# csr_access_unit

## src/rtl/csr_access_unit.sv

```systemverilog
// csr_access_unit
//
// Execute-stage sequencer for Zicsr instructions (CSRRW/CSRRS/CSRRC and the
// immediate forms). It issues a read strobe and/or a write strobe to the csr
// block and does the read-modify-write locally, so the csr block always sees a
// full replacement value (write_function is fixed to RW). It returns the old
// CSR value, or an illegal-instruction exception, over a valid/ready handshake,
// and pulses instr_retired when a CSR instruction retires.
//
// Ports:
//   clock, reset              - clock; asynchronous active-low reset
//   req_*                     - decoded CSR instruction in (valid/ready)
//   flush                     - pipeline kill
//   csr_addr, read_csr,
//   read_value, write_csr,
//   write_function,
//   write_value,
//   illegal_instr_exception   - access port of the csr block (combinational)
//   resp_*                    - result to the pipeline (valid/ready)
//   instr_retired             - one-cycle pulse per retired CSR instruction

module csr_access_unit (
    input  logic        clock,
    input  logic        reset,
    input  logic        req_valid,
    output logic        req_ready,
    input  logic [2:0]  req_funct3,
    input  logic [11:0] req_csr_addr,
    input  logic [4:0]  req_rs1_idx,
    input  logic [31:0] req_rs1_value,
    input  logic [4:0]  req_rd_idx,
    input  logic        flush,
    output logic [11:0] csr_addr,
    output logic        read_csr,
    input  logic [31:0] read_value,
    output logic        write_csr,
    output logic [1:0]  write_function,
    output logic [31:0] write_value,
    input  logic        illegal_instr_exception,
    output logic        resp_valid,
    input  logic        resp_ready,
    output logic [4:0]  resp_rd_idx,
    output logic [31:0] resp_rd_value,
    output logic        resp_rd_write,
    output logic        resp_exception,
    output logic        instr_retired
);

    localparam logic [1:0] StIdle  = 2'd0;
    localparam logic [1:0] StRead  = 2'd1;
    localparam logic [1:0] StWrite = 2'd2;
    localparam logic [1:0] StResp  = 2'd3;

    logic [1:0]  state_q, state_d;
    logic [11:0] addr_q, addr_d;
    logic [2:0]  funct3_q, funct3_d;
    logic [4:0]  rs1_idx_q, rs1_idx_d;
    logic [31:0] rs1_value_q, rs1_value_d;
    logic [4:0]  rd_idx_q, rd_idx_d;
    logic [31:0] old_q, old_d;
    logic        exc_q, exc_d;
    logic        did_read_q, did_read_d;

    logic        accept;
    logic        req_do_read;
    logic        lat_do_write;
    logic [31:0] src;
    logic [31:0] rmw_value;

    assign accept = req_valid && req_ready;

    // CSRRW/CSRRWI to x0 skips the read entirely (no read side effects).
    assign req_do_read = !(req_funct3[1:0] == 2'b01 && req_rd_idx == 5'd0);

    // Set/clear forms with a zero source are pure reads.
    assign lat_do_write = (funct3_q[1:0] == 2'b01) || (rs1_idx_q != 5'd0);

    assign src = funct3_q[2] ? {27'b0, rs1_idx_q} : rs1_value_q;

    always_comb begin
        rmw_value = '0;
        case (funct3_q[1:0])
            2'b01:   rmw_value = src;
            2'b10:   rmw_value = old_q | src;
            2'b11:   rmw_value = old_q & ~src;
            default: rmw_value = '0;
        endcase
    end

    always_comb begin
        state_d     = state_q;
        addr_d      = addr_q;
        funct3_d    = funct3_q;
        rs1_idx_d   = rs1_idx_q;
        rs1_value_d = rs1_value_q;
        rd_idx_d    = rd_idx_q;
        old_d       = old_q;
        exc_d       = exc_q;
        did_read_d  = did_read_q;

        case (state_q)
            StIdle: begin
                if (accept) begin
                    addr_d      = req_csr_addr;
                    funct3_d    = req_funct3;
                    rs1_idx_d   = req_rs1_idx;
                    rs1_value_d = req_rs1_value;
                    rd_idx_d    = req_rd_idx;
                    old_d       = '0;
                    exc_d       = 1'b0;
                    did_read_d  = 1'b0;
                    if (req_funct3[1:0] == 2'b00) begin
                        exc_d   = 1'b1;
                        state_d = StResp;
                    end else if (req_do_read) begin
                        state_d = StRead;
                    end else begin
                        state_d = StWrite;
                    end
                end
            end
            StRead: begin
                old_d      = read_value;
                exc_d      = illegal_instr_exception;
                did_read_d = 1'b1;
                if (flush) begin
                    state_d = StIdle;
                end else if (illegal_instr_exception) begin
                    state_d = StResp;
                end else if (lat_do_write) begin
                    state_d = StWrite;
                end else begin
                    state_d = StResp;
                end
            end
            StWrite: begin
                // The write strobe has already been presented this cycle, so a
                // flush only suppresses the response.
                exc_d   = illegal_instr_exception;
                state_d = flush ? StIdle : StResp;
            end
            StResp: begin
                if (flush || resp_ready) begin
                    state_d = StIdle;
                end
            end
            default: state_d = StIdle;
        endcase
    end

    always_ff @(posedge clock or negedge reset) begin
        if (!reset) begin
            state_q     <= StIdle;
            addr_q      <= '0;
            funct3_q    <= '0;
            rs1_idx_q   <= '0;
            rs1_value_q <= '0;
            rd_idx_q    <= '0;
            old_q       <= '0;
            exc_q       <= 1'b0;
            did_read_q  <= 1'b0;
        end else begin
            state_q     <= state_d;
            addr_q      <= addr_d;
            funct3_q    <= funct3_d;
            rs1_idx_q   <= rs1_idx_d;
            rs1_value_q <= rs1_value_d;
            rd_idx_q    <= rd_idx_d;
            old_q       <= old_d;
            exc_q       <= exc_d;
            did_read_q  <= did_read_d;
        end
    end

    // All csr-side outputs decode from registered state only.
    assign req_ready      = (state_q == StIdle) && !flush;
    assign read_csr       = (state_q == StRead);
    assign write_csr      = (state_q == StWrite);
    assign csr_addr       = (read_csr || write_csr) ? addr_q : 12'h000;
    assign write_function = 2'b01;
    assign write_value    = write_csr ? rmw_value : 32'h0;

    assign resp_valid     = (state_q == StResp) && !flush;
    assign resp_rd_idx    = rd_idx_q;
    assign resp_rd_value  = old_q;
    assign resp_rd_write  = resp_valid && did_read_q && !exc_q && (rd_idx_q != 5'd0);
    assign resp_exception = (state_q == StResp) && exc_q;
    assign instr_retired  = resp_valid && resp_ready && !exc_q;

endmodule

```

## config.mk

```make
export PLATFORM = sky130hd
export DESIGN_NAME = csr_access_unit
export DESIGN_NICKNAME = d
export VERILOG_FILES = /design/src/rtl/csr_access_unit.sv
export SDC_FILE = /design/constraint.sdc
export NUM_CORES = 1
export LEC_CHECK = 0
export CAP_MARGIN = 20
export CORE_MARGIN = 4
export CORE_UTILIZATION = 40
export DETAILED_ROUTE_END_ITERATION = 10
export PLACE_DENSITY = 0.78
export SLEW_MARGIN = 5
export SYNTH_ARGS = -nofsm -noshare
export SYNTH_HDL_FRONTEND = slang
export SYNTH_SLANG_ARGS = --single-unit
```

## constraint.sdc

```tcl
create_clock -name clock -period 1.65 [get_ports clock]
set_input_delay 0.33 -clock clock [delete_from_list [all_inputs] [get_ports clock]]
set_output_delay 0.33 -clock clock [all_outputs]
set_load 0.02 [all_outputs]
```

# scmp_bus_uart

## src/rtl/scmp_uart_pkg.sv

```systemverilog
// Shared definitions for the SC/MP bus UART.
// Register offsets, register bit positions and FSM state types.
package scmp_uart_pkg;

  localparam logic [1:0] REG_DATA   = 2'd0;
  localparam logic [1:0] REG_STATUS = 2'd1;
  localparam logic [1:0] REG_CTRL   = 2'd2;

  localparam int ST_RX_AVAIL = 0;
  localparam int ST_TX_READY = 1;
  localparam int ST_OVERRUN  = 2;
  localparam int ST_FRAME    = 3;
  localparam int ST_TX_IDLE  = 4;

  localparam int CTRL_RX_IE = 0;
  localparam int CTRL_TX_IE = 1;

  typedef enum logic [1:0] {
    TX_IDLE,
    TX_START,
    TX_DATA,
    TX_STOP
  } tx_state_t;

  typedef enum logic [1:0] {
    RX_IDLE,
    RX_START,
    RX_DATA,
    RX_STOP
  } rx_state_t;

endpackage

```

## src/rtl/scmp_uart_fifo.sv

```systemverilog
// Small synchronous FIFO for received bytes.
// A push into a full FIFO is accepted only when a pop frees a slot in the same clk.
module scmp_uart_fifo #(
  parameter int WIDTH = 8,
  parameter int DEPTH = 4,
  localparam int AW = $clog2(DEPTH)
) (
  input  logic             clk,
  input  logic             rst_n,
  input  logic             push,
  input  logic             pop,
  input  logic [WIDTH-1:0] wdata,
  output logic [WIDTH-1:0] rdata,
  output logic             full,
  output logic             empty,
  output logic [AW:0]      count
);

  logic [WIDTH-1:0] mem [DEPTH];
  logic [AW-1:0]    wptr;
  logic [AW-1:0]    rptr;
  logic             do_push;
  logic             do_pop;

  assign empty   = (count == '0);
  assign full    = (count == (AW+1)'(DEPTH));
  assign do_pop  = pop & ~empty;
  assign do_push = push & (~full | do_pop);
  assign rdata   = mem[rptr];

  always_ff @(posedge clk or negedge rst_n) begin
    if (!rst_n) begin
      wptr  <= '0;
      rptr  <= '0;
      count <= '0;
      for (int i = 0; i < DEPTH; i++) begin
        mem[i] <= '0;
      end
    end else begin
      if (do_push) begin
        mem[wptr] <= wdata;
        wptr      <= wptr + 1'b1;
      end
      if (do_pop) begin
        rptr <= rptr + 1'b1;
      end
      unique case ({do_push, do_pop})
        2'b10:   count <= count + 1'b1;
        2'b01:   count <= count - 1'b1;
        default: count <= count;
      endcase
    end
  end

endmodule

```

## src/rtl/scmp_bus_uart.sv

```systemverilog
// SC/MP bus target UART: DATA/STATUS/CTRL registers,
// 16x oversampled 8N1 receiver with FIFO, transmitter with one holding byte.
module scmp_bus_uart
  import scmp_uart_pkg::*;
#(
  parameter int          CLK_HZ   = 4_000_000,
  parameter int          BAUD     = 2400,
  parameter logic [15:0] BASE     = 16'hFD00,
  parameter int          RX_DEPTH = 4
) (
  input  logic        clk,
  input  logic        rst_n,
  input  logic        ADS_n,
  input  logic        RD_n,
  input  logic        WR_n,
  input  logic [11:0] addr,
  input  logic [7:0]  D_i,
  output logic [7:0]  D_o,
  output logic        D_oe,
  input  logic        ser_rx,
  output logic        ser_tx,
  output logic        irq
);

  localparam int DIV = CLK_HZ / (BAUD * 16);
  localparam int DW  = (DIV > 1) ? $clog2(DIV) : 1;
  localparam int AW  = $clog2(RX_DEPTH);
  localparam logic [DW-1:0] DIV_LAST = DW'(DIV - 1);

  logic [3:0] bank;
  logic       sel;
  logic       rd_prev;
  logic       wr_prev;
  logic       rd_done;
  logic       wr_fall;
  logic [1:0] ra;
  logic [1:0] ctrl;
  logic [7:0] status;
  logic [7:0] rd_mux;
  logic       overrun;
  logic       frame_err;
  logic       ovr_set;
  logic       fe_set;
  logic       st_clr;
  logic       rx_avail;
  logic       tx_ready;
  logic       tx_idle;

  logic          fifo_pop;
  logic          fifo_full;
  logic          fifo_empty;
  logic [7:0]    fifo_rdata;
  logic [AW:0]   fifo_count;

  logic       hold_valid;
  logic [7:0] hold_data;
  logic       hold_acc;

  tx_state_t  tx_state;
  tx_state_t  tx_state_n;
  logic [DW-1:0] tx_div;
  logic       tx_tick;
  logic [3:0] tx_tcnt;
  logic [3:0] tx_tcnt_n;
  logic [2:0] tx_bit;
  logic [2:0] tx_bit_n;
  logic [7:0] tx_shift;
  logic [7:0] tx_shift_n;
  logic       tx_load;
  logic       ser_tx_n;

  rx_state_t  rx_state;
  rx_state_t  rx_state_n;
  logic       rx_meta;
  logic       rx_sync;
  logic       rx_prev;
  logic       rx_fall;
  logic [DW-1:0] rx_div;
  logic [DW-1:0] rx_div_n;
  logic       rx_tick;
  logic [3:0] rx_tcnt;
  logic [3:0] rx_tcnt_n;
  logic [2:0] rx_bit;
  logic [2:0] rx_bit_n;
  logic [7:0] rx_shift;
  logic [7:0] rx_shift_n;
  logic       rx_push;

  assign ra      = addr[1:0];
  assign sel     = ({bank, addr[11:2]} == BASE[15:2]);
  assign rd_done = sel & ~rd_prev & RD_n;
  assign wr_fall = sel & wr_prev & ~WR_n;

  assign rx_avail = (fifo_count != '0);
  assign tx_ready = ~hold_valid;
  assign tx_idle  = (tx_state == TX_IDLE);
  assign fifo_pop = rd_done & (ra == REG_DATA);
  assign st_clr   = rd_done & (ra == REG_STATUS);
  assign ovr_set  = rx_push & fifo_full & ~fifo_pop;

  // A byte written while the holding reg drains into the shifter is kept.
  assign hold_acc = wr_fall & (ra == REG_DATA) & (~hold_valid | tx_load);

  always_comb begin
    status = '0;
    status[ST_RX_AVAIL] = rx_avail;
    status[ST_TX_READY] = tx_ready;
    status[ST_OVERRUN]  = overrun;
    status[ST_FRAME]    = frame_err;
    status[ST_TX_IDLE]  = tx_idle;
  end

  always_comb begin
    rd_mux = '0;
    unique case (ra)
      REG_DATA:   rd_mux = fifo_empty ? 8'h00 : fifo_rdata;
      REG_STATUS: rd_mux = status;
      REG_CTRL:   rd_mux = {6'b0, ctrl};
      default:    rd_mux = '0;
    endcase
  end

  always_ff @(posedge clk or negedge rst_n) begin
    if (!rst_n) begin
      bank      <= '0;
      rd_prev   <= 1'b1;
      wr_prev   <= 1'b1;
      D_o       <= '0;
      D_oe      <= 1'b0;
      ctrl      <= '0;
      overrun   <= 1'b0;
      frame_err <= 1'b0;
      irq       <= 1'b0;
    end else begin
      if (!ADS_n) begin
        bank <= D_i[3:0];
      end
      rd_prev <= RD_n;
      wr_prev <= WR_n;
      if (!RD_n && sel) begin
        D_o  <= rd_mux;
        D_oe <= 1'b1;
      end else begin
        D_oe <= 1'b0;
      end
      if (wr_fall && ra == REG_CTRL) begin
        ctrl <= D_i[1:0];
      end
      overrun   <= ovr_set | (overrun & ~st_clr);
      frame_err <= fe_set | (frame_err & ~st_clr);
      irq <= (ctrl[CTRL_RX_IE] & rx_avail)
           | (ctrl[CTRL_TX_IE] & tx_ready);
    end
  end

  scmp_uart_fifo #(
    .WIDTH (8),
    .DEPTH (RX_DEPTH)
  ) u_fifo (
    .clk   (clk),
    .rst_n (rst_n),
    .push  (rx_push),
    .pop   (fifo_pop),
    .wdata (rx_shift),
    .rdata (fifo_rdata),
    .full  (fifo_full),
    .empty (fifo_empty),
    .count (fifo_count)
  );

  assign tx_tick = (tx_div == DIV_LAST);

  always_ff @(posedge clk or negedge rst_n) begin
    if (!rst_n) begin
      hold_valid <= 1'b0;
      hold_data  <= '0;
      tx_div     <= '0;
      tx_state   <= TX_IDLE;
      tx_tcnt    <= '0;
      tx_bit     <= '0;
      tx_shift   <= '0;
      ser_tx     <= 1'b1;
    end else begin
      if (hold_acc) begin
        hold_valid <= 1'b1;
        hold_data  <= D_i;
      end else if (tx_load) begin
        hold_valid <= 1'b0;
      end
      tx_div   <= tx_tick ? '0 : tx_div + 1'b1;
      tx_state <= tx_state_n;
      tx_tcnt  <= tx_tcnt_n;
      tx_bit   <= tx_bit_n;
      tx_shift <= tx_shift_n;
      ser_tx   <= ser_tx_n;
    end
  end

  always_comb begin
    tx_state_n = tx_state;
    tx_tcnt_n  = tx_tcnt;
    tx_bit_n   = tx_bit;
    tx_shift_n = tx_shift;
    tx_load    = 1'b0;
    unique case (tx_state)
      TX_IDLE: begin
        if (hold_valid) begin
          tx_load    = 1'b1;
          tx_shift_n = hold_data;
          tx_tcnt_n  = '0;
          tx_state_n = TX_START;
        end
      end
      TX_START: begin
        if (tx_tick) begin
          tx_tcnt_n = tx_tcnt + 4'd1;
          if (tx_tcnt == 4'd15) begin
            tx_bit_n   = '0;
            tx_state_n = TX_DATA;
          end
        end
      end
      TX_DATA: begin
        if (tx_tick) begin
          tx_tcnt_n = tx_tcnt + 4'd1;
          if (tx_tcnt == 4'd15) begin
            tx_shift_n = {1'b0, tx_shift[7:1]};
            tx_bit_n   = tx_bit + 3'd1;
            if (tx_bit == 3'd7) begin
              tx_state_n = TX_STOP;
            end
          end
        end
      end
      TX_STOP: begin
        if (tx_tick) begin
          tx_tcnt_n = tx_tcnt + 4'd1;
          if (tx_tcnt == 4'd15) begin
            if (hold_valid) begin
              tx_load    = 1'b1;
              tx_shift_n = hold_data;
              tx_state_n = TX_START;
            end else begin
              tx_state_n = TX_IDLE;
            end
          end
        end
      end
      default: tx_state_n = TX_IDLE;
    endcase
    unique case (tx_state_n)
      TX_START: ser_tx_n = 1'b0;
      TX_DATA:  ser_tx_n = tx_shift_n[0];
      default:  ser_tx_n = 1'b1;
    endcase
  end

  assign rx_fall = rx_prev & ~rx_sync;
  assign rx_tick = (rx_div == DIV_LAST);

  always_ff @(posedge clk or negedge rst_n) begin
    if (!rst_n) begin
      rx_meta  <= 1'b1;
      rx_sync  <= 1'b1;
      rx_prev  <= 1'b1;
      rx_div   <= '0;
      rx_state <= RX_IDLE;
      rx_tcnt  <= '0;
      rx_bit   <= '0;
      rx_shift <= '0;
    end else begin
      rx_meta  <= ser_rx;
      rx_sync  <= rx_meta;
      rx_prev  <= rx_sync;
      rx_div   <= rx_div_n;
      rx_state <= rx_state_n;
      rx_tcnt  <= rx_tcnt_n;
      rx_bit   <= rx_bit_n;
      rx_shift <= rx_shift_n;
    end
  end

  always_comb begin
    rx_state_n = rx_state;
    rx_tcnt_n  = rx_tcnt;
    rx_bit_n   = rx_bit;
    rx_shift_n = rx_shift;
    rx_div_n   = rx_tick ? '0 : rx_div + 1'b1;
    rx_push    = 1'b0;
    fe_set     = 1'b0;
    unique case (rx_state)
      RX_IDLE: begin
        if (rx_fall) begin
          rx_div_n   = '0;
          rx_tcnt_n  = '0;
          rx_state_n = RX_START;
        end
      end
      RX_START: begin
        if (rx_tick) begin
          rx_tcnt_n = rx_tcnt + 4'd1;
          // Mid start bit: a high line here was only a glitch.
          if (rx_tcnt == 4'd7) begin
            rx_tcnt_n  = '0;
            rx_bit_n   = '0;
            rx_state_n = rx_sync ? RX_IDLE : RX_DATA;
          end
        end
      end
      RX_DATA: begin
        if (rx_tick) begin
          rx_tcnt_n = rx_tcnt + 4'd1;
          if (rx_tcnt == 4'd15) begin
            rx_shift_n = {rx_sync, rx_shift[7:1]};
            rx_bit_n   = rx_bit + 3'd1;
            if (rx_bit == 3'd7) begin
              rx_state_n = RX_STOP;
            end
          end
        end
      end
      RX_STOP: begin
        if (rx_tick) begin
          rx_tcnt_n = rx_tcnt + 4'd1;
          if (rx_tcnt == 4'd15) begin
            rx_push    = rx_sync;
            fe_set     = ~rx_sync;
            rx_state_n = RX_IDLE;
          end
        end
      end
      default: rx_state_n = RX_IDLE;
    endcase
  end

endmodule

```

## config.mk

```make
export PLATFORM = sky130hd
export DESIGN_NAME = scmp_bus_uart
export DESIGN_NICKNAME = d
export VERILOG_FILES = /design/src/rtl/scmp_uart_pkg.sv /design/src/rtl/scmp_uart_fifo.sv /design/src/rtl/scmp_bus_uart.sv
export SDC_FILE = /design/constraint.sdc
export NUM_CORES = 1
export LEC_CHECK = 0
export ABC_CLOCK_PERIOD_IN_PS = 3500
export CORE_MARGIN = 2
export CORE_UTILIZATION = 59
export CTS_CLUSTER_DIAMETER = 50
export DETAILED_ROUTE_END_ITERATION = 12
export HOLD_SLACK_MARGIN = 0.08
export PLACE_DENSITY = 0.79
export SLEW_MARGIN = 5
export SYNTH_ARGS = -nofsm -noshare
export SYNTH_HDL_FRONTEND = slang
export SYNTH_HIERARCHICAL = 1
export SYNTH_SLANG_ARGS = --single-unit
```

## constraint.sdc

```tcl
create_clock -name clk -period 3.5 [get_ports clk]
set_input_delay 0.7 -clock clk [delete_from_list [all_inputs] [get_ports clk]]
set_output_delay 0.7 -clock clk [all_outputs]
set_load 0.01 [all_outputs]
```

csr_access_unit, sequential cells coloured by netlist name:
Other sequential cells in the stronger grey, the rest of the logic in the fainter grey.
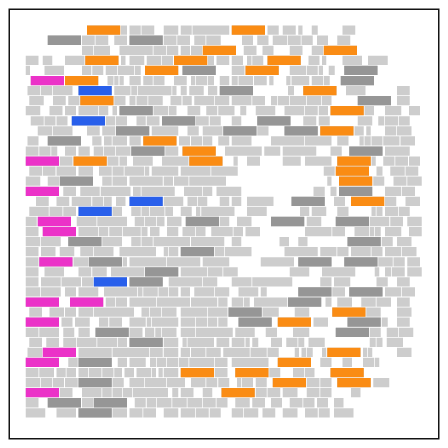
colour	signal	flops
orange	resp_rd_value	32
magenta	addr_q	12
blue	rs1_idx_q	5

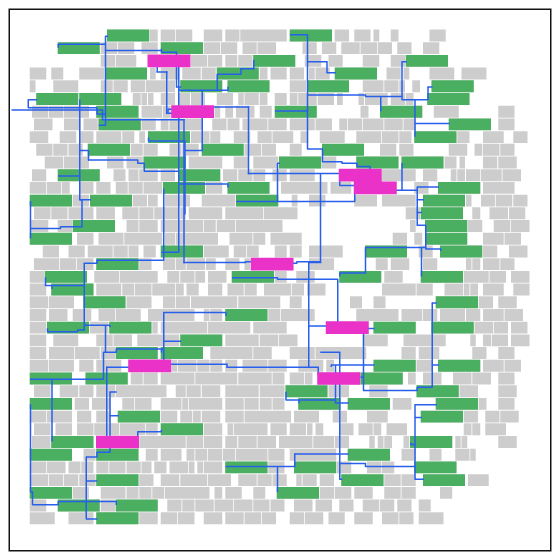
csr_access_unit: routed clock nets over the placement
[green] flip-flops | count: 93
[magenta] cells driving clock nets | count: 9
[blue] clock wires | length: 1,270 µm
routed clock nets	10
flops lie	widely spread
Clock power frac: 12.1%
Worst Skew: 0.00995 ns
Clk power: 2320 µW
Latency at later pin: 0.34 ns

==> out/qor.csv, csr_access_unit <==
metric;value;unit
max-slew violation count;0;
Final WS setup;-0.399;ns
placed cell area;7060;µm²
Syn Inst Count;404;
CLK BUF;12;
r2r setup slk;-0.26;ns
power density over the cells;2190;nW/µm²
Sink Count;93;
Arr. time, crit path;1.72;ns
First-pass DRT Iterations;4;
Top pwr grp;combinational cells;
Switch Pwr;7470;µW
logic gate share of total power;65.4;%
yosys adder share;1.35;%
Reg power frac;22.5;%
FFs w/ async S/R, synth;100;%
status;finished with violations;
setup violators final;144;
violated checks;negative setup slack;
Layout clock area frac;3.73;%
htree depth;3;
## csr_access_unit: cell usage after synthesis (all sizes together) (2+ instances only)
cell	n	area share (%)
a21oi	27	2.9
a22o	32	6.1
and2	15	2.0
and3	5	0.68
buf	24	2.9
clkbuf	10	0.81
conb	2	0.16
dfrtp	93	50
ha	5	1.4
inv	6	0.49
mux2	56	14
mux2i	6	1.3
nand2	28	2.3
nand2b	2	0.27
nand3	2	0.22
nor2	10	0.81
nor2b	2	0.27
nor3	3	0.32
nor3b	26	4.2
o211ai	2	0.43
o21a	31	5.0
o21ai	2	0.30
or4	2	0.41
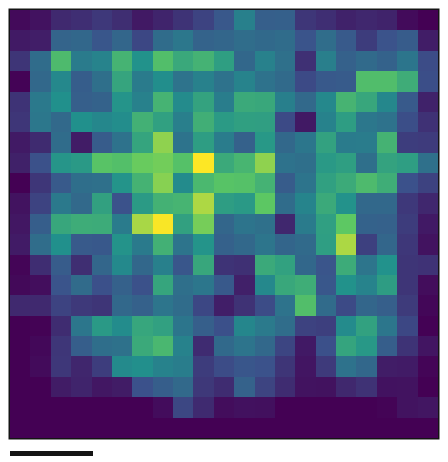
scmp_bus_uart: routed metal per tile
The bar under the picture is 20 µm long. The die is cut into 21 by 21 equal tiles; dark purple is low, yellow is high, scaled to the fullest tile. Values are wire area over tile area, all layers added.
tiles over half the peak	23%
densest ninth of the die	centre
fullest tile	0.54
mean over tiles	0.17
nearly empty tiles	11%

==> out/qor.csv, scmp_bus_uart <==
metric;value;unit
status;finished, final reports clean;
Fmax achieved;0.315;GHz
GRT Total Usage;23.9;%
die width;103;µm
Tool Warnings;35;
comb pwr;235;µW
Syn Inst Count;486;
Sink Count;120;
yosys aoi share;8.66;%
maximum VDD drop;0.493;mV
Synth Net Count;532;
M1 WL;5040;µm
routing usage on met3;5.58;%
Area leader share;49.0;%
Hold WS;0.207;ns
crit path launch;addr[3];
Worst Skew;0.00745;ns
Startpoint Class;primary input;
Max-area cell class;flip-flops and latches;
Leak Pwr;0.00319;µW
==> scmp_bus_uart: metrics by stage <==
step	setup WS (ns)	util, %	cell area, µm²
detailed placement	-0.182	66.4	6430
global route	0.201	73.1	7080
floorplan	0.205	-	5820
CTS	0.346	73.1	7080
finish	0.328	73.1	7080
global placement	-0.0653	66.4	6430
==> scmp_bus_uart: critical path: cells and delay by family <==
family,cells,cell delay [ns]
xor+xnor,2,0.32
simple gates,5,1.19
compound gates,1,0.17
fa+ha+maj,2,0.60
buf+inv,3,0.63

# pipelined_mult_add

pipelined_mult_add, routed clock nets over the placement:
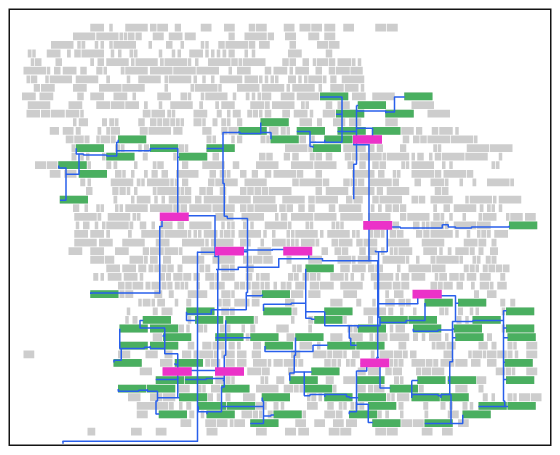

## config.mk

```make
export PLATFORM = sky130hd
export DESIGN_NAME = pipelined_mult_add
export DESIGN_NICKNAME = d
export VERILOG_FILES = /design/src/rtl/pipelined_mult_add_pkg.sv /design/src/rtl/pipelined_mult_add_pma_stage.sv /design/src/rtl/pipelined_mult_add.sv
export SDC_FILE = /design/constraint.sdc
export NUM_CORES = 1
export LEC_CHECK = 0
export CELL_PAD_IN_SITES_DETAIL_PLACEMENT = 0
export CELL_PAD_IN_SITES_GLOBAL_PLACEMENT = 1
export CORE_ASPECT_RATIO = 0.8
export CORE_MARGIN = 2
export CORE_UTILIZATION = 45
export CTS_CLUSTER_DIAMETER = 80
export DETAILED_ROUTE_END_ITERATION = 8
export GPL_TIMING_DRIVEN = 0
export PLACE_DENSITY = 0.87
export SYNTH_ARGS = -nofsm -noshare
export SYNTH_HDL_FRONTEND = slang
export SYNTH_SLANG_ARGS = --single-unit
```

## constraint.sdc

```tcl
create_clock -name clk -period 5.9 [get_ports clk]
set_input_delay 0.885 -clock clk [delete_from_list [all_inputs] [get_ports clk]]
set_output_delay 0.885 -clock clk [all_outputs]
set_load 0.02 [all_outputs]
```

## src/rtl/pipelined_mult_add_pkg.sv

```systemverilog
// Shared constants and types for the pipelined multiply-add unit (y = a*b*c + d).
package pipelined_mult_add_pkg;

    localparam int LATENCY = 3;

    typedef logic [LATENCY-1:0] stage_vld_t;

    function automatic int out_width(input int w);
        return 3 * w;
    endfunction

endpackage

```

## src/rtl/pipelined_mult_add_pma_stage.sv

```systemverilog
// Enable-gated pipeline register with a valid flag; data only loads when valid,
// so idle stages keep their last payload and do not toggle.
module pma_stage
    import pipelined_mult_add_pkg::*;
#(
    parameter int W = 8
) (
    input  logic         clk_i,
    input  logic         rst_ni,
    input  logic         en_i,
    input  logic         vld_i,
    input  logic [W-1:0] data_i,
    output logic         vld_o,
    output logic [W-1:0] data_o
);

    logic         vld_q;
    logic         vld_d;
    logic [W-1:0] data_q;
    logic [W-1:0] data_d;

    always_comb begin
        vld_d  = vld_q;
        data_d = data_q;
        if (en_i) begin
            vld_d = vld_i;
            if (vld_i) begin
                data_d = data_i;
            end
        end
    end

    always_ff @(posedge clk_i or negedge rst_ni) begin
        if (!rst_ni) begin
            vld_q  <= 1'b0;
            data_q <= '0;
        end else begin
            vld_q  <= vld_d;
            data_q <= data_d;
        end
    end

    assign vld_o  = vld_q;
    assign data_o = data_q;

endmodule

```

## src/rtl/pipelined_mult_add.sv

```systemverilog
// Three-stage multiply-add y = a*b*c + d with valid/ready on both sides.
// Optional statistics ports are built when PIPELINED_MULT_ADD_STATS_EN is defined.
module pipelined_mult_add
    import pipelined_mult_add_pkg::*;
#(
    parameter  int WIDTH = 8,
    localparam int OUT_W = out_width(WIDTH)
) (
    input  logic             clk,
    input  logic             reset_n,
    input  logic             in_valid,
    output logic             in_ready,
    input  logic [WIDTH-1:0] a,
    input  logic [WIDTH-1:0] b,
    input  logic [WIDTH-1:0] c,
    input  logic [WIDTH-1:0] d,
    output logic             out_valid,
    input  logic             out_ready,
    output logic [OUT_W-1:0] y,
    output logic             busy
`ifdef PIPELINED_MULT_ADD_STATS_EN
    ,
    output logic [15:0]      result_count,
    output logic             stall_seen
`endif
);

    localparam int PW = 4 * WIDTH;

    function automatic logic [OUT_W-1:0] zext_out(input logic [WIDTH-1:0] v);
        return {{(OUT_W - WIDTH){1'b0}}, v};
    endfunction

    logic             en;
    stage_vld_t       vld;

    logic             vld_p1;
    logic             vld_p2;
    logic             vld_p3;

    logic [2*WIDTH-1:0] ab_d;
    logic [PW-1:0]      s1_d;
    logic [PW-1:0]      s1_p1;
    logic [2*WIDTH-1:0] ab_p1;
    logic [WIDTH-1:0]   c_p1;
    logic [WIDTH-1:0]   d_p1;

    logic [OUT_W-1:0]   abc_d;
    logic [PW-1:0]      s2_d;
    logic [PW-1:0]      s2_p2;
    logic [OUT_W-1:0]   abc_p2;
    logic [WIDTH-1:0]   d_p2;

    logic [OUT_W-1:0]   y_d;
    logic [OUT_W-1:0]   y_p3;

    // The whole pipe advances together; a full output register with no taker stalls everything.
    assign en       = !vld_p3 | out_ready;
    assign in_ready = en;

    // ---- stage 1: a*b, carry c and d ----
    assign ab_d = {{WIDTH{1'b0}}, a} * {{WIDTH{1'b0}}, b};
    assign s1_d = {ab_d, c, d};

    pma_stage #(.W(PW)) u_stage1 (
        .clk_i  (clk),
        .rst_ni (reset_n),
        .en_i   (en),
        .vld_i  (in_valid),
        .data_i (s1_d),
        .vld_o  (vld_p1),
        .data_o (s1_p1)
    );

    assign {ab_p1, c_p1, d_p1} = s1_p1;

    // ---- stage 2: (a*b)*c, carry d ----
    assign abc_d = {{WIDTH{1'b0}}, ab_p1} * {{(2*WIDTH){1'b0}}, c_p1};
    assign s2_d  = {abc_d, d_p1};

    pma_stage #(.W(PW)) u_stage2 (
        .clk_i  (clk),
        .rst_ni (reset_n),
        .en_i   (en),
        .vld_i  (vld_p1),
        .data_i (s2_d),
        .vld_o  (vld_p2),
        .data_o (s2_p2)
    );

    assign {abc_p2, d_p2} = s2_p2;

    // ---- stage 3: add d; the sum always fits in OUT_W bits ----
    assign y_d = abc_p2 + zext_out(d_p2);

    pma_stage #(.W(OUT_W)) u_stage3 (
        .clk_i  (clk),
        .rst_ni (reset_n),
        .en_i   (en),
        .vld_i  (vld_p2),
        .data_i (y_d),
        .vld_o  (vld_p3),
        .data_o (y_p3)
    );

    assign vld       = {vld_p3, vld_p2, vld_p1};
    assign busy      = |vld;
    assign out_valid = vld_p3;
    assign y         = y_p3;

`ifdef PIPELINED_MULT_ADD_STATS_EN
    logic [15:0] cnt_q;
    logic [15:0] cnt_d;
    logic        stall_q;
    logic        stall_d;

    always_comb begin
        cnt_d   = cnt_q;
        stall_d = stall_q;
        if (out_valid && out_ready) begin
            cnt_d = cnt_q + 16'd1;
        end
        if (out_valid && !out_ready) begin
            stall_d = 1'b1;
        end
    end

    always_ff @(posedge clk or negedge reset_n) begin
        if (!reset_n) begin
            cnt_q   <= 16'd0;
            stall_q <= 1'b0;
        end else begin
            cnt_q   <= cnt_d;
            stall_q <= stall_d;
        end
    end

    assign result_count = cnt_q;
    assign stall_seen   = stall_q;
`endif

endmodule
```

# behavioral_brom_stream

[config.mk]
export PLATFORM = sky130hd
export DESIGN_NAME = behavioral_brom_stream
export DESIGN_NICKNAME = d
export VERILOG_FILES = /design/src/rtl/behavioral_brom_stream.sv
export SDC_FILE = /design/constraint.sdc
export NUM_CORES = 1
export LEC_CHECK = 0
export ABC_AREA = 1
export CAP_MARGIN = 20
export CORE_ASPECT_RATIO = 0.5
export CORE_UTILIZATION = 52
export CTS_CLUSTER_SIZE = 40
export DETAILED_ROUTE_END_ITERATION = 12
export GPL_TIMING_DRIVEN = 0
export HOLD_SLACK_MARGIN = 0.06
export PLACE_DENSITY = 0.75
export SKIP_CTS_REPAIR_TIMING = 1
export SLEW_MARGIN = 20
export SYNTH_ARGS = -nofsm -noshare
export SYNTH_HDL_FRONTEND = slang
export SYNTH_SLANG_ARGS = --single-unit
export TNS_END_PERCENT = 20
[constraint.sdc]
create_clock -name clock -period 2.08 [get_ports clock]
set_clock_uncertainty 0.1 [all_clocks]
set_input_delay 0.416 -clock clock [delete_from_list [all_inputs] [get_ports clock]]
set_output_delay 0.416 -clock clock [all_outputs]
set_load 0.05 [all_outputs]
[src/rtl/behavioral_brom_stream.sv]
// Burst-read streamer over a small behavioural ROM.
// A request (start address, beat count - 1) is accepted in IDLE. The BURST state
// then issues one synchronous ROM read per cycle, as long as fewer than four beats
// are outstanding. A beat is outstanding while its read is in flight or while it
// waits in the output FIFO. Read data passes through the ROM output register into
// a 4-entry FIFO. That FIFO drives the valid/ready response port.
//
//   state | meaning
//   IDLE  | waiting for a request; req_ready is high
//   BURST | issuing reads for the accepted burst until the final beat issues
module behavioral_brom_stream #(
    parameter  int WIDTH = 16,
    parameter  int DEPTH = 1024,
    parameter  int LEN_W = 8,
    localparam int AW    = $clog2(DEPTH)
) (
    input  logic             clock,
    input  logic             reset,
    input  logic             req_valid,
    output logic             req_ready,
    input  logic [AW-1:0]    req_addr,
    input  logic [LEN_W-1:0] req_len,
    output logic             rsp_valid,
    input  logic             rsp_ready,
    output logic [WIDTH-1:0] rsp_data,
    output logic             rsp_last
);

    typedef enum logic {
        IDLE  = 1'b0,
        BURST = 1'b1
    } state_t;

    // Credit limit: in-flight reads plus FIFO entries never exceed the FIFO depth,
    // so a push can never find the FIFO full.
    localparam logic [2:0] MAX_OUTST = 3'd4;

    state_t             state_q, state_d;
    logic [AW-1:0]      addr_q, addr_d;
    logic [LEN_W-1:0]   cnt_q, cnt_d;
    logic [2:0]         outst_q, outst_d;

    logic               issue;
    logic               issue_last;
    logic               pop;
    logic               push;

    logic               rd_vld_q;
    logic               rd_last_q;
    logic [WIDTH-1:0]   rd_data_q;

    logic [WIDTH-1:0]   fifo_data_q [4];
    logic               fifo_last_q [4];
    logic [1:0]         wr_ptr_q, wr_ptr_d;
    logic [1:0]         rd_ptr_q, rd_ptr_d;
    logic [2:0]         fifo_cnt_q, fifo_cnt_d;

    // Fixed ROM image. The first eight words are 16-bit constants and every other
    // address reads as zero. Words are resized to WIDTH by truncation or zero-extension.
    function automatic logic [WIDTH-1:0] rom_word(input logic [AW-1:0] a);
        logic [15:0] w16;
        logic [63:0] w64;
        w16 = 16'h0000;
        if ((a >> 3) == '0) begin
            case (a[2:0])
                3'd0: w16 = 16'hC1A1;
                3'd1: w16 = 16'hA2B2;
                3'd2: w16 = 16'hDAC3;
                3'd3: w16 = 16'hFCD4;
                3'd4: w16 = 16'h12E5;
                3'd5: w16 = 16'h03F6;
                3'd6: w16 = 16'h2117;
                3'd7: w16 = 16'h4428;
            endcase
        end
        w64 = {48'h0, w16};
        return w64[WIDTH-1:0];
    endfunction

    // Handshake and issue qualifiers
    always_comb begin
        req_ready  = (state_q == IDLE) && !reset;
        issue      = (state_q == BURST) && (outst_q < MAX_OUTST);
        issue_last = issue && (cnt_q == '0);
        push       = rd_vld_q;
        pop        = rsp_valid && rsp_ready;
    end

    // Next-state logic: accept in IDLE, walk the address and count down in BURST
    always_comb begin
        state_d = state_q;
        addr_d  = addr_q;
        cnt_d   = cnt_q;
        unique case (state_q)
            IDLE: begin
                if (req_valid && req_ready) begin
                    addr_d  = req_addr;
                    cnt_d   = req_len;
                    state_d = BURST;
                end
            end
            BURST: begin
                if (issue) begin
                    // DEPTH is a power of two, so the natural overflow wraps to 0
                    addr_d = addr_q + AW'(1);
                    cnt_d  = cnt_q - LEN_W'(1);
                    if (issue_last) begin
                        state_d = IDLE;
                    end
                end
            end
            default: state_d = IDLE;
        endcase
    end

    // Outstanding-beat and FIFO bookkeeping
    always_comb begin
        outst_d    = outst_q + {2'b00, issue} - {2'b00, pop};
        fifo_cnt_d = fifo_cnt_q + {2'b00, push} - {2'b00, pop};
        wr_ptr_d   = push ? wr_ptr_q + 2'd1 : wr_ptr_q;
        rd_ptr_d   = pop  ? rd_ptr_q + 2'd1 : rd_ptr_q;
    end

    // Control registers with synchronous reset
    always_ff @(posedge clock) begin
        if (reset) begin
            state_q    <= IDLE;
            addr_q     <= '0;
            cnt_q      <= '0;
            outst_q    <= '0;
            rd_vld_q   <= 1'b0;
            rd_last_q  <= 1'b0;
            wr_ptr_q   <= '0;
            rd_ptr_q   <= '0;
            fifo_cnt_q <= '0;
        end else begin
            state_q    <= state_d;
            addr_q     <= addr_d;
            cnt_q      <= cnt_d;
            outst_q    <= outst_d;
            rd_vld_q   <= issue;
            rd_last_q  <= issue_last;
            wr_ptr_q   <= wr_ptr_d;
            rd_ptr_q   <= rd_ptr_d;
            fifo_cnt_q <= fifo_cnt_d;
        end
    end

    // Synchronous ROM read with enable; left unreset so it maps onto block memory
    always_ff @(posedge clock) begin
        if (issue) begin
            rd_data_q <= rom_word(addr_q);
        end
    end

    // FIFO storage; occupancy is tracked by the reset-controlled counters above
    always_ff @(posedge clock) begin
        if (push) begin
            fifo_data_q[wr_ptr_q] <= rd_data_q;
            fifo_last_q[wr_ptr_q] <= rd_last_q;
        end
    end

    // Response port; data and last are forced to zero while no beat is presented
    always_comb begin
        rsp_valid = (fifo_cnt_q != '0);
        rsp_data  = '0;
        rsp_last  = 1'b0;
        if (rsp_valid) begin
            rsp_data = fifo_data_q[rd_ptr_q];
            rsp_last = fifo_last_q[rd_ptr_q];
        end
    end

endmodule

# seq_eq_ctrl_amisha

File: config.mk
export PLATFORM = sky130hd
export DESIGN_NAME = seq_eq_ctrl_amisha
export DESIGN_NICKNAME = d
export VERILOG_FILES = /design/src/rtl/eq_ctrl_pkg_amisha.sv /design/src/rtl/eq1_cell_amisha.sv /design/src/rtl/seq_eq_ctrl_amisha.sv
export SDC_FILE = /design/constraint.sdc
export NUM_CORES = 1
export LEC_CHECK = 0
export CAP_MARGIN = 10
export CELL_PAD_IN_SITES_DETAIL_PLACEMENT = 0
export CELL_PAD_IN_SITES_GLOBAL_PLACEMENT = 1
export CORE_ASPECT_RATIO = 1.25
export CORE_MARGIN = 2
export CORE_UTILIZATION = 36
export CTS_BUF_LIST = sky130_fd_sc_hd__clkbuf_8 sky130_fd_sc_hd__clkbuf_16
export DETAILED_ROUTE_END_ITERATION = 8
export HOLD_SLACK_MARGIN = 0.1
export PLACE_DENSITY_LB_ADDON = 0.1
export SETUP_SLACK_MARGIN = 0.3
export SLEW_MARGIN = 20
export SYNTH_ARGS = -nofsm -noshare
export SYNTH_HDL_FRONTEND = slang
export SYNTH_HIERARCHICAL = 1
export SYNTH_SLANG_ARGS = --single-unit
File: constraint.sdc
create_clock -name clk_amisha -period 1.85 [get_ports clk_amisha]
set_input_delay 0.555 -clock clk_amisha [delete_from_list [all_inputs] [get_ports clk_amisha]]
set_output_delay 0.555 -clock clk_amisha [all_outputs]
set_load 0.005 [all_outputs]
File: src/rtl/eq_ctrl_pkg_amisha.sv
// eq_ctrl_pkg_amisha: state encoding and limits shared by the serial equality checker.
package eq_ctrl_pkg_amisha;
    localparam logic [1:0] ST_IDLE = 2'd0;
    localparam logic [1:0] ST_RUN = 2'd1;
    localparam logic [1:0] ST_DONE = 2'd2;
    localparam int WIDTH_MAX = 32;
    typedef enum logic [1:0] {
        S_IDLE = ST_IDLE,
        S_RUN = ST_RUN,
        S_DONE = ST_DONE
    } state_t;
endpackage

File: src/rtl/eq1_cell_amisha.sv
// eq1_cell_amisha: 1-bit equality cell (XNOR), shared across all bit positions.
module eq1_cell_amisha (
    input  logic i0,
    input  logic i1,
    output logic eq
);
    assign eq = ~(i0 ^ i1);
endmodule

File: src/rtl/seq_eq_ctrl_amisha.sv
// seq_eq_ctrl_amisha: serial WIDTH-bit equality checker, one bit per clock, LSB first.
// Optional EARLY_EXIT_EN finishes at the first mismatching bit.
module seq_eq_ctrl_amisha
    import eq_ctrl_pkg_amisha::*;
#(
    parameter int WIDTH = 8
) (
    input  logic             clk_amisha,
    input  logic             rst_amisha,
    input  logic             start_amisha,
    input  logic [WIDTH-1:0] a_amisha,
    input  logic [WIDTH-1:0] b_amisha,
    output logic             busy_amisha,
    output logic             done_amisha,
    output logic             eq_amisha
);
    localparam int IW = $clog2(WIDTH);
    localparam logic [IW-1:0] LAST = IW'(WIDTH - 1);

    state_t           state_q, state_d;
    logic [WIDTH-1:0] a_sh_q, a_sh_d, b_sh_q, b_sh_d;
    logic [IW-1:0]    idx_q, idx_d;
    logic             acc_q, acc_d, busy_q, busy_d, done_q, done_d, eq_q, eq_d;
    logic             bit_eq, acc_nx, finish;

    eq1_cell_amisha u_cell (
        .i0(a_sh_q[0]),
        .i1(b_sh_q[0]),
        .eq(bit_eq)
    );

    assign acc_nx = acc_q & bit_eq;
`ifdef EARLY_EXIT_EN
    assign finish = (idx_q == LAST) | ~bit_eq;
`else
    assign finish = idx_q == LAST;
`endif

    always_comb begin
        state_d = state_q;
        a_sh_d  = a_sh_q;
        b_sh_d  = b_sh_q;
        idx_d   = idx_q;
        acc_d   = acc_q;
        busy_d  = busy_q;
        done_d  = 1'b0;
        eq_d    = eq_q;
        case (state_q)
            S_IDLE: if (start_amisha) begin
                a_sh_d  = a_amisha;
                b_sh_d  = b_amisha;
                idx_d   = '0;
                acc_d   = 1'b1;
                busy_d  = 1'b1;
                state_d = S_RUN;
            end
            S_RUN: begin
                acc_d  = acc_nx;
                a_sh_d = a_sh_q >> 1;
                b_sh_d = b_sh_q >> 1;
                // idx holds on the final bit so it never wraps
                idx_d  = finish ? idx_q : idx_q + 1'b1;
                if (finish) begin
                    eq_d    = acc_nx;
                    done_d  = 1'b1;
                    busy_d  = 1'b0;
                    state_d = S_DONE;
                end
            end
            S_DONE: state_d = S_IDLE;
            default: state_d = S_IDLE;
        endcase
    end

    always_ff @(posedge clk_amisha) begin
        if (rst_amisha) begin
            state_q <= S_IDLE;
            a_sh_q  <= '0;
            b_sh_q  <= '0;
            idx_q   <= '0;
            acc_q   <= 1'b1;
            busy_q  <= 1'b0;
            done_q  <= 1'b0;
            eq_q    <= 1'b0;
        end else begin
            state_q <= state_d;
            a_sh_q  <= a_sh_d;
            b_sh_q  <= b_sh_d;
            idx_q   <= idx_d;
            acc_q   <= acc_d;
            busy_q  <= busy_d;
            done_q  <= done_d;
            eq_q    <= eq_d;
        end
    end

    assign busy_amisha = busy_q;
    assign done_amisha = done_q;
    assign eq_amisha   = eq_q;
endmodule

==> layout pictures side by side <==
Routed metal per tile.
Plate I
The bar under the picture is 20 µm long. The die is cut into 11 by 13 equal tiles; dark purple is low, yellow is high, scaled to the fullest tile. Values are wire area over tile area, all layers added.
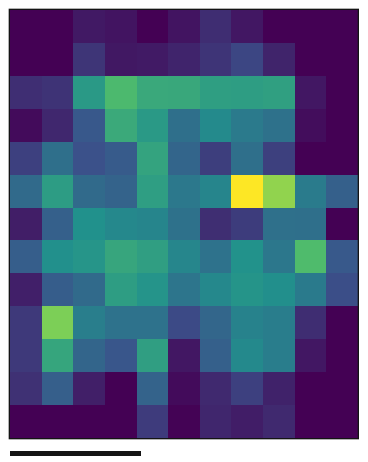
Plate II
The bar under the picture is 50 µm long. The die is cut into 28 by 14 equal tiles; dark purple is low, yellow is high, scaled to the fullest tile. Values are wire area over tile area, all layers added.
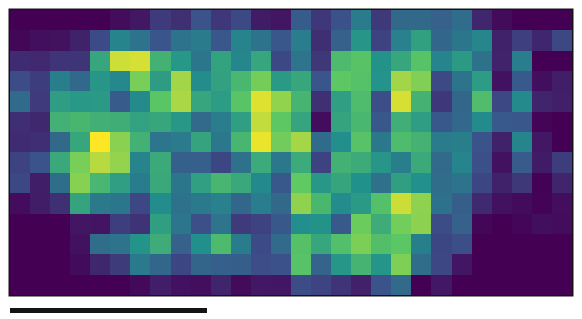
Plate III
The bar under the picture is 50 µm long. The die is cut into 34 by 28 equal tiles; dark purple is low, yellow is high, scaled to the fullest tile. Values are wire area over tile area, all layers added.
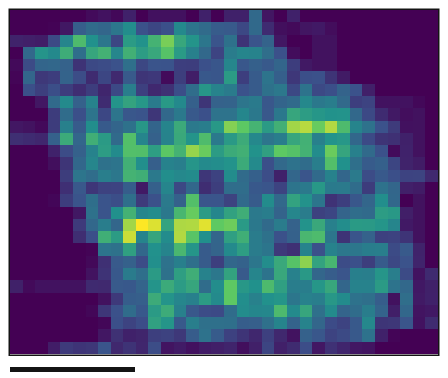
Plate I comes from seq_eq_ctrl_amisha.
Plate III comes from pipelined_mult_add.
Plate II comes from behavioral_brom_stream.

seq_eq_ctrl_amisha, sequential cells coloured by netlist name:
Other sequential cells in the stronger grey, the rest of the logic in the fainter grey.
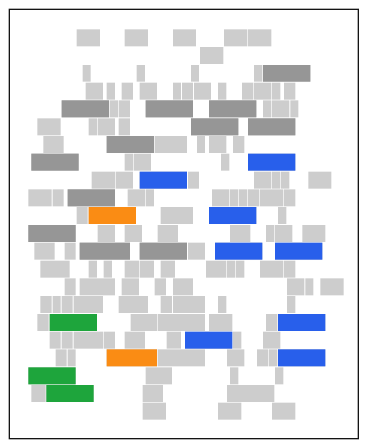
colour	signal	flops
blue	b_sh_q	8
green	idx_q	3
orange	state_q	2
Util after Layout: 49.0%
sequential cell area: 503 µm²
flop share of the area: 35.2%

==> out/qor.csv, seq_eq_ctrl_amisha <==
metric;value;unit
status;finished, final reports clean;
RSZ-0062 raised after global routing;false;
Final WS setup;0.427;ns
worst r2r src;idx_q[0];
die y size;65.4;µm
Critical Path Fanout Max;4;
number of global-route vias before repair;927;
Worst Skew;0.00157;ns
Worst Path Required;2.01;ns
Root Buffer;clkbuf_8;
XOR/XNOR Fraction of Synth Area;0.806;%
clock transition at the registers of the reported paths;0.09;ns
hold_sp;eq_amisha;
[seq_eq_ctrl_amisha: area by class of cell]
type | count | area, µm² | area share [%]
Tap cell | 36 | 45.0 | 3.15
Multi-Input combinational cell | 93 | 541 | 37.8
Timing Repair Buffer | 27 | 292 | 20.4
Sequential cell | 25 | 503 | 35.2
Inverter | 1 | 3.75 | 0.262
Clock inverter | 1 | 5.00 | 0.350
Clock buffer | 3 | 41.3 | 2.89
[seq_eq_ctrl_amisha: critical path: stages, from the launching register on]
cell	delay, ns
dfxtp_1	0.34
ha_1	0.22
ha_2	0.21
or3b_4	0.40
nand3_1	0.10
a21oi_1	0.06
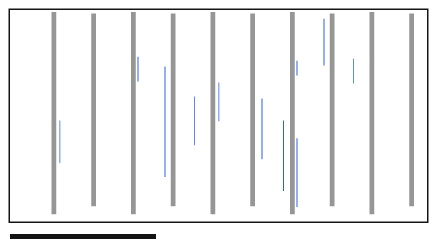
behavioral_brom_stream: metal 4
The bar under the picture is 50 µm long. Supply wires on this layer in grey.
main direction	vertical
share of all routed wire	1.5%
longest straight run	37.4 µm
WL final: 12,100 µm
Via Count: 3,977

==> out/qor.csv, behavioral_brom_stream <==
metric;value;unit
Root Buffer;clkbuf_16;
AND/OR/NAND/NOR Cells, Area Fraction;15.5;%
Routed WL per cell;16.4;µm
First-pass DRT Iterations;6;
Max stage delay on crit path;0.33;ns
Routability Congestion;0.894;
min cycle time layout;2.32;ns
violated checks;negative setup slack;
top-count cell post-synth;nor2_1;
Gate Area;1680;µm²
Setup crit end kind;output pin;
YS chip area;5120;µm²
setup violators final;19;
hold depth;2;
total stage count of the critical path;7;
Multi-In Gates;334;
Arr. time, crit path;1.81;ns
XOR/XNOR Fraction of Synth Area;0.513;%
Area growth syn-to-layout;26.7;%
status;finished with violations;
Tool Warnings;37;
Final WS setup;-0.244;ns
behavioral_brom_stream: worst register-to-register path, stage by stage (launching register included):
cell,delay (ns)
dfxtp_4,0.38
nor3_4,0.05
buf_12,0.13
buf_4,0.14
nor2_4,0.15
inv_2,0.08
nor2_4,0.11
a21o_1,0.10
ha_1,0.13
inv_1,0.05
fa_1,0.35
inv_1,0.09
o21ai_0,0.11
a21oi_1,0.12
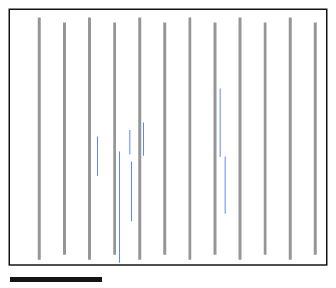
pipelined_mult_add: metal 4
The bar under the picture is 50 µm long. Supply wires on this layer in grey.
share of all routed wire	0.93%
wire length on this layer	211 µm
main direction	vertical
longest straight run	59.8 µm
nets with wire on the layer	4

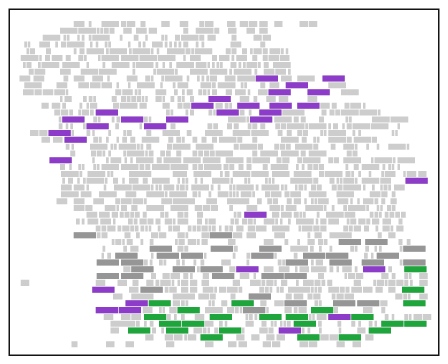
pipelined_mult_add: sequential cells coloured by netlist name
Other sequential cells in the stronger grey, the rest of the logic in the fainter grey.
colour	signal	flops
green	u_stage3.data_o	24
purple	u_stage1.data_o	32
not coloured	35

## Picture notes: 'routed clock nets over the placement' of pipelined_mult_add
[magenta] cells driving clock nets | count: 9
[blue] clock wires | length: 1,400 µm
[green] flip-flops | count: 91
routed clock nets	10

==> out/qor.csv, pipelined_mult_add <==
metric;value;unit
hold-fix buffer count after cts;0;
Registers, synthesis;91;
uppermost routed layer;met4;
CP top delay family;adder cells;
Tool Warnings;26;
total stage count of the critical path;17;
Critical Path Fanout Max;11;
Ports;63;
Startpoint Class;register;
Max stage delay on crit path;0.55;ns
Hold WS;0.478;ns
Sum Neg Setup Slack;0;ns
die y size;138;µm
YS warnings;0;
Rows;48;
Worst Path Required;6.12;ns
Multi-In Gates;792;
hold_sp;u_stage3.data_o[10];
Root Buffer;clkbuf_16;
YS chip area;10000;µm²
r2r setup slk;0.51;ns
slew at the pin closest to its max-slew limit;1.09;ns
Setup crit end kind;register;
EDFF count, synth;0;
status;finished, final reports clean;
fraction of layout cells with a size suffix above 1;4.80;%
Fmax achieved;0.185;GHz
DIE AREA;23500;µm²
==> pipelined_mult_add: cell usage after synthesis, drive strengths merged, types with 7 or more instances <==
cell type,count,area (µm²)
a211oi,10,80.1
xor2,22,193
a21oi,28,140
and2,142,888
dfrtp,91,2280
mux2,31,349
nor2,20,75.1
nand2,128,480
a2111oi,8,70.1
inv,155,582
nor3,7,35.0
ha,88,1100
clkbuf,27,101
fa,121,2420
nand3,14,82.6
nand2b,9,56.3
xnor2,25,219
a21o,9,67.6
o21ai,76,380


==> layout pictures side by side <==
Placement view.
picture 1
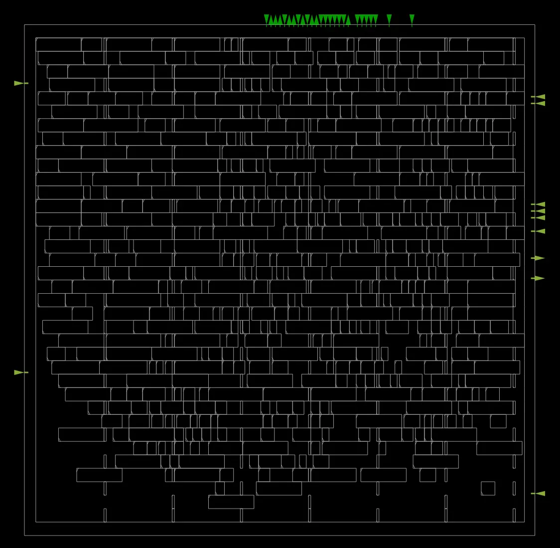
picture 2
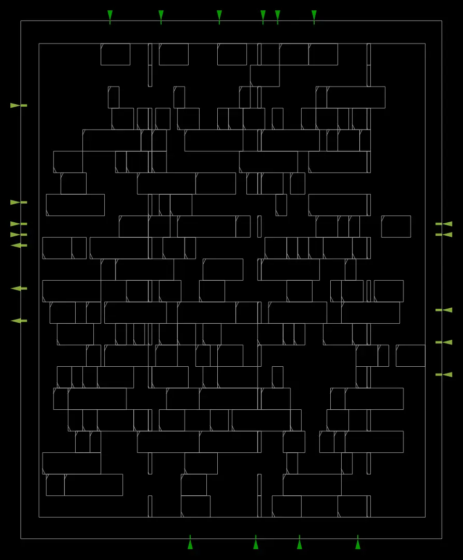
picture 3
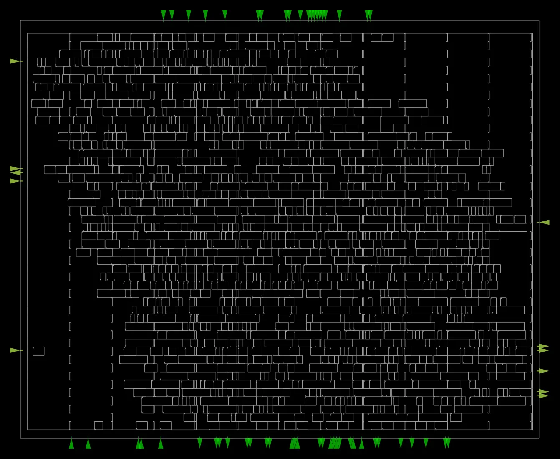
picture 4
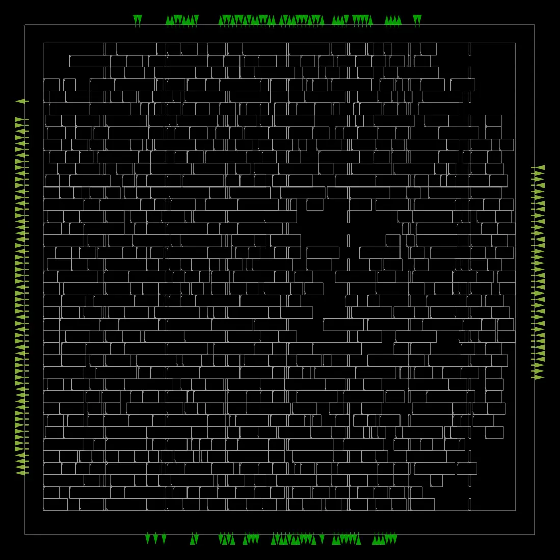
picture 5
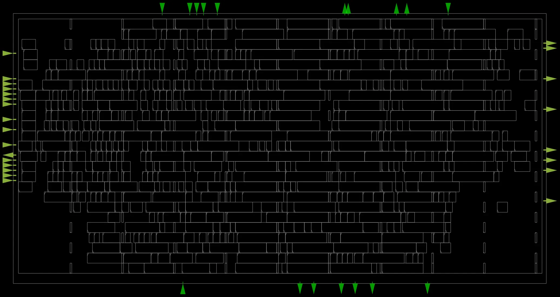
- most cells: picture 3
- fewest sequential cells: picture 2
Picture 1 comes from scmp_bus_uart.
Picture 4 comes from csr_access_unit.
Picture 2 comes from seq_eq_ctrl_amisha.
Picture 3 comes from pipelined_mult_add.
Picture 5 comes from behavioral_brom_stream.

Power and IR drop assume default switching activity.
